######## fetch_stage_flat ########
fetch_stage_flat/congestion_map.png
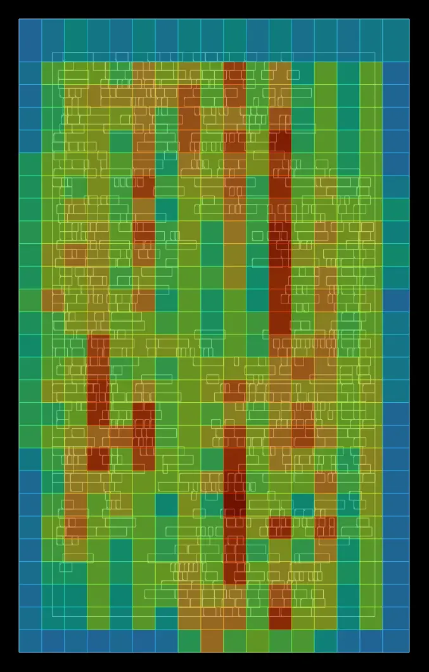

## config.mk

```make
export PLATFORM = sky130hd
export DESIGN_NAME = fetch_stage_flat
export DESIGN_NICKNAME = d
export VERILOG_FILES = /design/src/rtl/mips_pkg.sv /design/src/rtl/fetch_stage_if.sv /design/src/rtl/fetch_timeout_ctr.sv /design/src/rtl/fetch_stage.sv /design/src/flat_wrapper.sv
export SDC_FILE = /design/constraint.sdc
export NUM_CORES = 1
export LEC_CHECK = 0
export CORE_ASPECT_RATIO = 1.75
export CORE_MARGIN = 10
export CORE_UTILIZATION = 31
export CTS_CLUSTER_SIZE = 12
export DETAILED_ROUTE_END_ITERATION = 10
export SLEW_MARGIN = 20
export SYNTH_ARGS = -nofsm -noshare
export SYNTH_HDL_FRONTEND = slang
export SYNTH_SLANG_ARGS = --single-unit
```

## constraint.sdc

```tcl
create_clock -name clock_pc -period 5.6 [get_ports clock_pc]
set_clock_uncertainty 0.2 [all_clocks]
set_input_delay 1.4 -clock clock_pc [delete_from_list [all_inputs] [get_ports clock_pc]]
set_output_delay 1.4 -clock clock_pc [all_outputs]
set_load 0.01 [all_outputs]
```

## src/rtl/mips_pkg.sv

```systemverilog
// Shared definitions for the MIPS pipeline slice.
// Holds the fetch FSM state encoding and the architectural constants that
// the fetch stage and its neighbours agree on (NOP encoding, reset vector,
// instruction width in bytes).
package mips_pkg;

  typedef enum logic [1:0] {
    IDLE = 2'd0,
    REQ  = 2'd1,
    ERR  = 2'd2
  } fetch_state_t;

  localparam logic [31:0] NOP_INSTR    = 32'h0000_0000;
  localparam logic [31:0] RESET_VECTOR = 32'h0000_0000;
  localparam int          INSTR_BYTES  = 4;

endpackage

```

## src/rtl/fetch_stage_if.sv

```systemverilog
// Instruction memory bus between the fetch stage and instruction memory.
// Ports (signals):
//   imem_req   - fetch request (fetch -> memory)
//   imem_addr  - byte address of the word to fetch (fetch -> memory)
//   imem_ready - memory accepts the request; data valid same cycle
//   imem_rdata - instruction word returned by memory
// Modports: master = fetch stage side, slave = memory side.
interface fetch_stage_if;
  import mips_pkg::*;

  logic        imem_req;
  logic [31:0] imem_addr;
  logic        imem_ready;
  logic [31:0] imem_rdata;

  modport master (
    output imem_req,
    output imem_addr,
    input  imem_ready,
    input  imem_rdata
  );

  modport slave (
    input  imem_req,
    input  imem_addr,
    output imem_ready,
    output imem_rdata
  );

endinterface

```

## src/rtl/fetch_timeout_ctr.sv

```systemverilog
// Wait-cycle counter for an outstanding instruction fetch.
// Ports:
//   clock_pc - clock
//   reset    - asynchronous, active-high
//   inc      - one more cycle spent waiting for imem_ready
//   clr      - restart the count (fetch completed, flushed or idle)
//   hit      - count has reached TIMEOUT-1; the current wait cycle is the last
module fetch_timeout_ctr #(
  parameter int TIMEOUT = 255
) (
  input  logic clock_pc,
  input  logic reset,
  input  logic inc,
  input  logic clr,
  output logic hit
);
  import mips_pkg::*;

  logic [7:0] count_reg;

  always_ff @(posedge clock_pc or posedge reset) begin
    if (reset) begin
      count_reg <= 8'd0;
    end else if (clr) begin
      count_reg <= 8'd0;
    end else if (inc) begin
      count_reg <= count_reg + 8'd1;
    end
  end

  assign hit = (count_reg == 8'(TIMEOUT - 1));

endmodule

```

## src/rtl/fetch_stage.sv

```systemverilog
// Instruction fetch stage sitting right after the PC register.
// Issues a read for the current pc over the imem bus, captures the returned
// word into the IF/ID register and holds the PC (fetch_halt) until the fetch
// completes or a redirect is taken.
// Ports:
//   clock_pc     - clock
//   reset        - asynchronous, active-high
//   pc           - current PC register value
//   flush        - taken branch/jump: drop the fetch in flight and the output
//   decode_stall - decode cannot take instr this cycle
//   imem         - instruction memory bus (master side)
//   instr        - fetched instruction (registered)
//   instr_pc     - address of instr
//   pc_plus4     - instr_pc + 4
//   instr_valid  - instr holds a live instruction
//   fetch_halt   - hold the PC this cycle
//   addr_err     - sticky misaligned-pc fault
//   bus_err      - sticky fetch timeout
module fetch_stage #(
  parameter int          TIMEOUT = 255,
  parameter logic [31:0] NOP     = 32'h0000_0000
) (
  input  logic          clock_pc,
  input  logic          reset,
  input  logic [31:0]   pc,
  input  logic          flush,
  input  logic          decode_stall,
  fetch_stage_if.master imem,
  output logic [31:0]   instr,
  output logic [31:0]   instr_pc,
  output logic [31:0]   pc_plus4,
  output logic          instr_valid,
  output logic          fetch_halt,
  output logic          addr_err,
  output logic          bus_err
);
  import mips_pkg::*;

  fetch_state_t state_reg;

  logic out_free;
  logic aligned;
  logic advance;
  logic wait_inc;
  logic wait_clr;
  logic timeout_hit;

  // The output register can take a new word when empty or being consumed.
  assign out_free      = !instr_valid || !decode_stall;
  assign aligned       = (pc[1:0] == 2'b00);
  assign imem.imem_req  = (state_reg == REQ) && out_free && aligned && !flush;
  assign imem.imem_addr = pc;
  assign advance       = imem.imem_req && imem.imem_ready;
  // ERR freezes the PC for good, even against a redirect.
  assign fetch_halt    = (state_reg == ERR) ? 1'b1 : !(advance || flush);

  assign wait_inc = imem.imem_req && !imem.imem_ready;
  assign wait_clr = (state_reg != REQ) || flush || advance;

  fetch_timeout_ctr #(
    .TIMEOUT (TIMEOUT)
  ) u_timeout (
    .clock_pc (clock_pc),
    .reset    (reset),
    .inc      (wait_inc),
    .clr      (wait_clr),
    .hit      (timeout_hit)
  );

  always_ff @(posedge clock_pc or posedge reset) begin
    if (reset) begin
      state_reg   <= IDLE;
      instr       <= NOP;
      instr_pc    <= RESET_VECTOR;
      pc_plus4    <= RESET_VECTOR;
      instr_valid <= 1'b0;
      addr_err    <= 1'b0;
      bus_err     <= 1'b0;
    end else begin
      case (state_reg)
        IDLE: begin
          // A redirect arriving here restarts the one-cycle bubble.
          if (flush) begin
            state_reg   <= IDLE;
            instr_valid <= 1'b0;
            instr       <= NOP;
          end else begin
            state_reg <= REQ;
          end
        end

        REQ: begin
          if (flush) begin
            state_reg   <= IDLE;
            instr_valid <= 1'b0;
            instr       <= NOP;
          end else if (!aligned) begin
            state_reg <= ERR;
            addr_err  <= 1'b1;
          end else if (advance) begin
            instr       <= imem.imem_rdata;
            instr_pc    <= pc;
            pc_plus4    <= pc + 32'(INSTR_BYTES);
            instr_valid <= 1'b1;
          end else begin
            if (wait_inc && timeout_hit) begin
              state_reg <= ERR;
              bus_err   <= 1'b1;
            end
            // Decode took the word without a refill landing behind it, so it
            // must not be presented a second time.
            if (instr_valid && !decode_stall) begin
              instr_valid <= 1'b0;
            end
          end
        end

        ERR: begin
          instr_valid <= 1'b0;
        end

        default: begin
          state_reg <= IDLE;
        end
      endcase
    end
  end

endmodule

```

## src/flat_wrapper.sv

```systemverilog
// flat-port wrapper written by rule: the top's interface ports become plain ports
module fetch_stage_flat import mips_pkg::*;
#(
  parameter int          TIMEOUT = 255,
  parameter logic [31:0] NOP     = 32'h0000_0000
)
  (clock_pc, reset, pc, flush, decode_stall, instr, instr_pc, pc_plus4, instr_valid, fetch_halt, addr_err, bus_err, imem_imem_req, imem_imem_addr, imem_imem_ready, imem_imem_rdata);
  fetch_stage_if imem_i ();
  input  logic clock_pc;
  input  logic reset;
  input  logic [31:0] pc;
  input  logic flush;
  input  logic decode_stall;
  output logic [31:0] instr;
  output logic [31:0] instr_pc;
  output logic [31:0] pc_plus4;
  output logic instr_valid;
  output logic fetch_halt;
  output logic addr_err;
  output logic bus_err;
  output wire logic [$bits(imem_i.imem_req)-1:0] imem_imem_req;
  output wire logic [$bits(imem_i.imem_addr)-1:0] imem_imem_addr;
  input wire logic [$bits(imem_i.imem_ready)-1:0] imem_imem_ready;
  input wire logic [$bits(imem_i.imem_rdata)-1:0] imem_imem_rdata;
  assign imem_imem_req = imem_i.imem_req;
  assign imem_imem_addr = imem_i.imem_addr;
  assign imem_i.imem_ready = imem_imem_ready;
  assign imem_i.imem_rdata = imem_imem_rdata;
  fetch_stage #(.TIMEOUT(TIMEOUT), .NOP(NOP)) u_core (.clock_pc(clock_pc), .reset(reset), .pc(pc), .flush(flush), .decode_stall(decode_stall), .imem(imem_i), .instr(instr), .instr_pc(instr_pc), .pc_plus4(pc_plus4), .instr_valid(instr_valid), .fetch_halt(fetch_halt), .addr_err(addr_err), .bus_err(bus_err));
endmodule
```

######## mux4_rr_arbiter ########
[src/rtl/mux4_rr_arbiter.sv]
// Round-robin arbiter driving the S1/S0 select lines of a shared 4:1 mux.
// Define MUX4_ARB_HOLD_LIMIT_EN to build the MAX_HOLD preemption counter.
module mux4_rr_arbiter #(
  parameter int MAX_HOLD = 8
) (
  input  logic       clk,
  input  logic       rst_n,
  input  logic [3:0] req,
  output logic [3:0] gnt,
  output logic       S1,
  output logic       S0,
  output logic       valid
);

  typedef enum logic {IDLE, GRANT} state_t;

  state_t     state;
  logic [1:0] owner;
  logic [1:0] ptr;

  if (MAX_HOLD < 1 || MAX_HOLD > 255) begin : g_bad_max_hold
    $error("MAX_HOLD must be in 1..255");
  end

  // Returns {found, index} of the first set bit scanning start, start+1, ... mod 4.
  function automatic logic [2:0] pick(input logic [3:0] r, input logic [1:0] start);
    logic [2:0] res;
    logic [1:0] k;
    res = 3'b000;
    for (int i = 3; i >= 0; i--) begin
      k = start + 2'(i);
      if (r[k]) res = {1'b1, k};
    end
    return res;
  endfunction

  logic [3:0] others;
  logic [2:0] pick_all;
  logic [2:0] pick_oth;
  logic       do_grant;
  logic       do_idle;
  logic [1:0] grant_idx;

`ifdef MUX4_ARB_HOLD_LIMIT_EN
  logic [7:0] hold_cnt;
  logic       expired;
  assign expired = (hold_cnt == 8'(MAX_HOLD));
`endif

  assign others   = req & ~(4'b0001 << owner);
  assign pick_all = pick(req, ptr);
  assign pick_oth = pick(others, ptr);

  always_comb begin
    do_grant  = 1'b0;
    do_idle   = 1'b0;
    grant_idx = owner;
    if (state == IDLE) begin
      do_grant  = pick_all[2];
      grant_idx = pick_all[1:0];
    end else if (!req[owner]) begin
      // Release: hand off on the same edge if anyone else is waiting.
      do_grant  = pick_oth[2];
      do_idle   = !pick_oth[2];
      grant_idx = pick_oth[1:0];
    end
`ifdef MUX4_ARB_HOLD_LIMIT_EN
    else if (expired) begin
      // Lone owner past its limit is simply re-granted with a fresh count.
      do_grant  = 1'b1;
      grant_idx = pick_oth[2] ? pick_oth[1:0] : owner;
    end
`endif
  end

  always_ff @(posedge clk or negedge rst_n) begin
    if (!rst_n) begin
      state <= IDLE;
      owner <= 2'd0;
      ptr   <= 2'd0;
      gnt   <= 4'b0000;
      valid <= 1'b0;
`ifdef MUX4_ARB_HOLD_LIMIT_EN
      hold_cnt <= 8'd0;
`endif
    end else if (do_grant) begin
      state <= GRANT;
      owner <= grant_idx;
      ptr   <= grant_idx + 2'd1;
      gnt   <= 4'b0001 << grant_idx;
      valid <= 1'b1;
`ifdef MUX4_ARB_HOLD_LIMIT_EN
      hold_cnt <= 8'd1;
`endif
    end else if (do_idle) begin
      state <= IDLE;
      gnt   <= 4'b0000;
      valid <= 1'b0;
    end
`ifdef MUX4_ARB_HOLD_LIMIT_EN
    else if (state == GRANT) begin
      hold_cnt <= hold_cnt + 8'd1;
    end
`endif
  end

  // owner only moves on a grant edge, so the select lines hold through IDLE.
  assign S1 = owner[1];
  assign S0 = owner[0];

endmodule

[config.mk]
export PLATFORM = sky130hd
export DESIGN_NAME = mux4_rr_arbiter
export DESIGN_NICKNAME = d
export VERILOG_FILES = /design/src/rtl/mux4_rr_arbiter.sv
export SDC_FILE = /design/constraint.sdc
export NUM_CORES = 1
export LEC_CHECK = 0
export ABC_AREA = 1
export CAP_MARGIN = 15
export CORE_MARGIN = 5
export CORE_UTILIZATION = 50
export CTS_CLUSTER_SIZE = 25
export DETAILED_ROUTE_END_ITERATION = 6
export HOLD_SLACK_MARGIN = 0.15
export PLACE_DENSITY = 0.75
export SLEW_MARGIN = 0
export SYNTH_ARGS = -nofsm -noshare
export SYNTH_HDL_FRONTEND = slang
export SYNTH_SLANG_ARGS = --single-unit
export TNS_END_PERCENT = 20
[constraint.sdc]
create_clock -name clk -period 4.3 [get_ports clk]
set_input_delay 0.86 -clock clk [delete_from_list [all_inputs] [get_ports clk]]
set_output_delay 0.86 -clock clk [all_outputs]
set_load 0.005 [all_outputs]
fetch_stage_flat/class_map.png
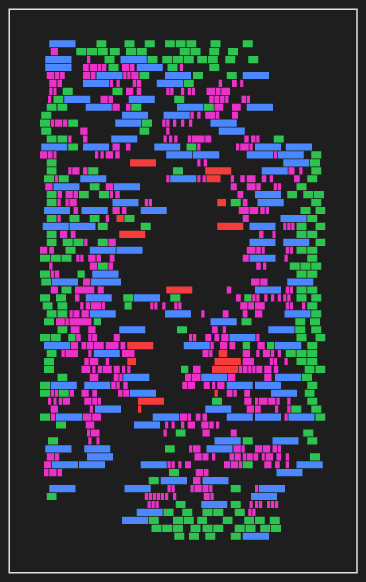
legend:
  blue:
    class: registers
    cells: 107
  magenta:
    class: remaining logic cells
    cells: 400
  red:
    class: clock drivers and dummy loads
    cells: 16
  green:
    class: remaining buffers and delay cells
    cells: 209

About fetch_stage_flat/congestion_map.png:
M1 GR Usage: 16.40%
final core utilization: 44.57%
Avg WL per Cell: 17.60 um
Tot GR Track Use: 14.79%

==> flow_summary_export.csv, fetch_stage_flat <==
group,metric,value,unit
worst_setup_path,r2r_cells,6,
power_and_ir_drop,power_switching,969.3,uW
routing,top_layer,"met4",
yosys,yosysWarnings,0,
layout,final_common_cell,"clkdlybuf4s50_1",
yosys,compound_area_share,15.61,%
yosys,syn_inst,581,
global_routing,grt_pass1_vias,4941,
yosys,ys.flops,107,
status,outcome,"completed",
worst_setup_path,cp-start-kind,"input pin",
run,cap_violations,0,
yosys,adder_share,0.7128,%
worst_setup_path,regToRegEndpoint,"u_core.pc_plus4[14]$_DFFE_PP0P_",
placed_design,dpl-instance-area,7201,um2
routing,wl_met3,1572,um
routing,num_vias,4755,
global_routing,antenna_found_initial,0,
==> fetch_stage_flat: critical path: stages <==
cell	delay (ns)
clkdlybuf4s50_1	0.57
or3b_1	0.53
nor2_1	0.15
clkdlybuf4s50_1	0.55
==> fetch_stage_flat: final cells by class <==
class	instances	share of cell area [%]
multi-input combinational	394	28.61
clock inverter	4	0.4514
inverter	6	0.3344
clock buffer	12	3.294
sequential	107	35.83
timing repair buffer	209	27.69
tap	227	3.795
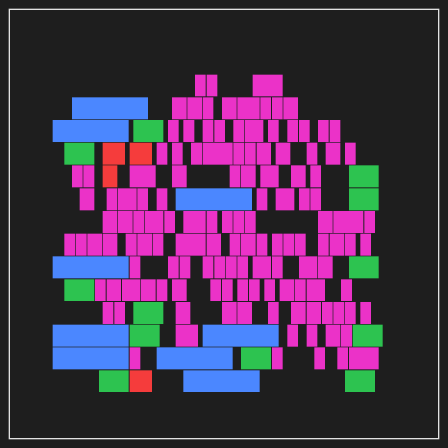
mux4_rr_arbiter/class_map.png
legend:
  red:
    class: clock drivers and dummy loads
    cells: 4
  green:
    class: remaining buffers and delay cells
    cells: 12
  magenta:
    class: remaining logic cells
    cells: 131
  blue:
    class: registers
    cells: 9
core outline area: 1559 um2
number of cell rows: 14
final core utilization: 63.72%
flop share of the area: 22.67%

==> flow_summary_export.csv, mux4_rr_arbiter <==
group,metric,value,unit
status,outcome,"completed",
cts,cts_hold_buf,0,
layout,largest_class,"multi-input combinational cells",
yosys,fp_nets,148,
routing,wl_met2,949,um
die,tapCellCount,16,
worst_setup_path,crit_path_top_delay_cell,"clkdlybuf4s50_1",
placed_design,dpl-instance-area,965.9,um2
global_routing,grt_usage,17.13,%
layout,drive_gt1_share,14.10,%
placed_design,hpwl,1616,um
worst_setup_path,reg2reg_slack,2.31,ns
yosys,synthTopCellsByArea,"dfrtp_1 (27%), nand2_1 (23%), nand3_1 (14%), inv_1 (6.2%), nand3_2 (5.9%)",
routing,drc,0,
cts,cts_setup_buffers,0,
mux4_rr_arbiter: sequential cells by signal, summed over array words and instances, names as in the netlist:
| register | cells |
|---|---|
| gnt | 4 |
| state | 1 |
| ptr | 2 |
| owner | 2 |
mux4_rr_arbiter: metrics by stage:
stage	hold WS, ns	total power, mW
floorplan	0.4726	0.6357
global placement	0.4675	0.7625
detailed placement	0.4702	0.7689
CTS	0.4905	0.8386
global route	0.5447	0.9319
finish	0.4877	0.8355

==> screenshots <==
PDN straps and rails.
The bar under the picture is 20 um long. Pins as bars on the die edge.
picture 1
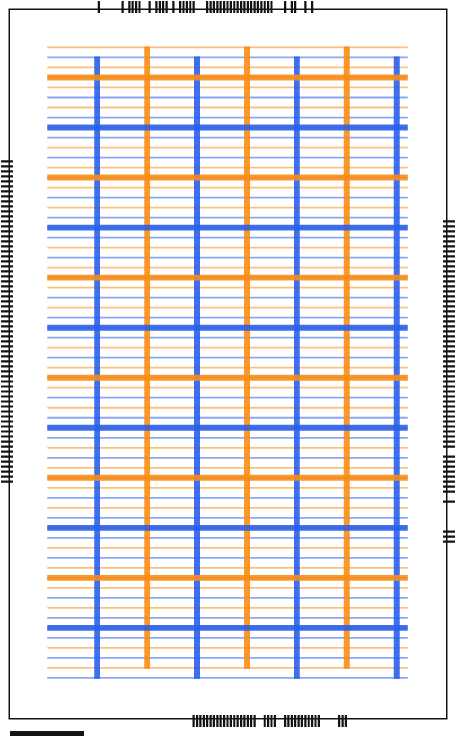
picture 2
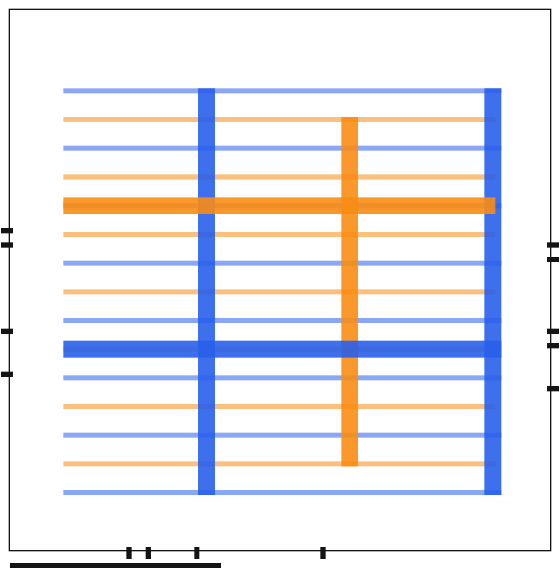
- largest die: picture 1
- most pins: picture 1
For mux4_rr_arbiter, see picture 2.
For fetch_stage_flat, see picture 1.

Key to picture 1:
legend:
  orange:
    net: VDD
  blue:
    net: VSS
met5 straps: 12
signal pins: 202
rows: 63
met4 straps: 7
met1 rails: 64



## Gallery

Signal wires by layer.
The bar under the picture is 20 um long.
image #1
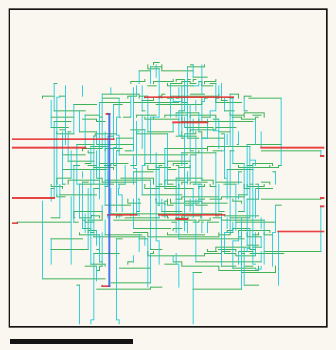
image #2
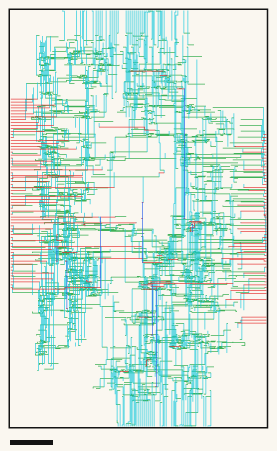
| picture | from |
|---|---|
| image #2 | fetch_stage_flat |
| image #1 | mux4_rr_arbiter |

Power figures rest on the tool's default switching activity, not on a simulated workload.
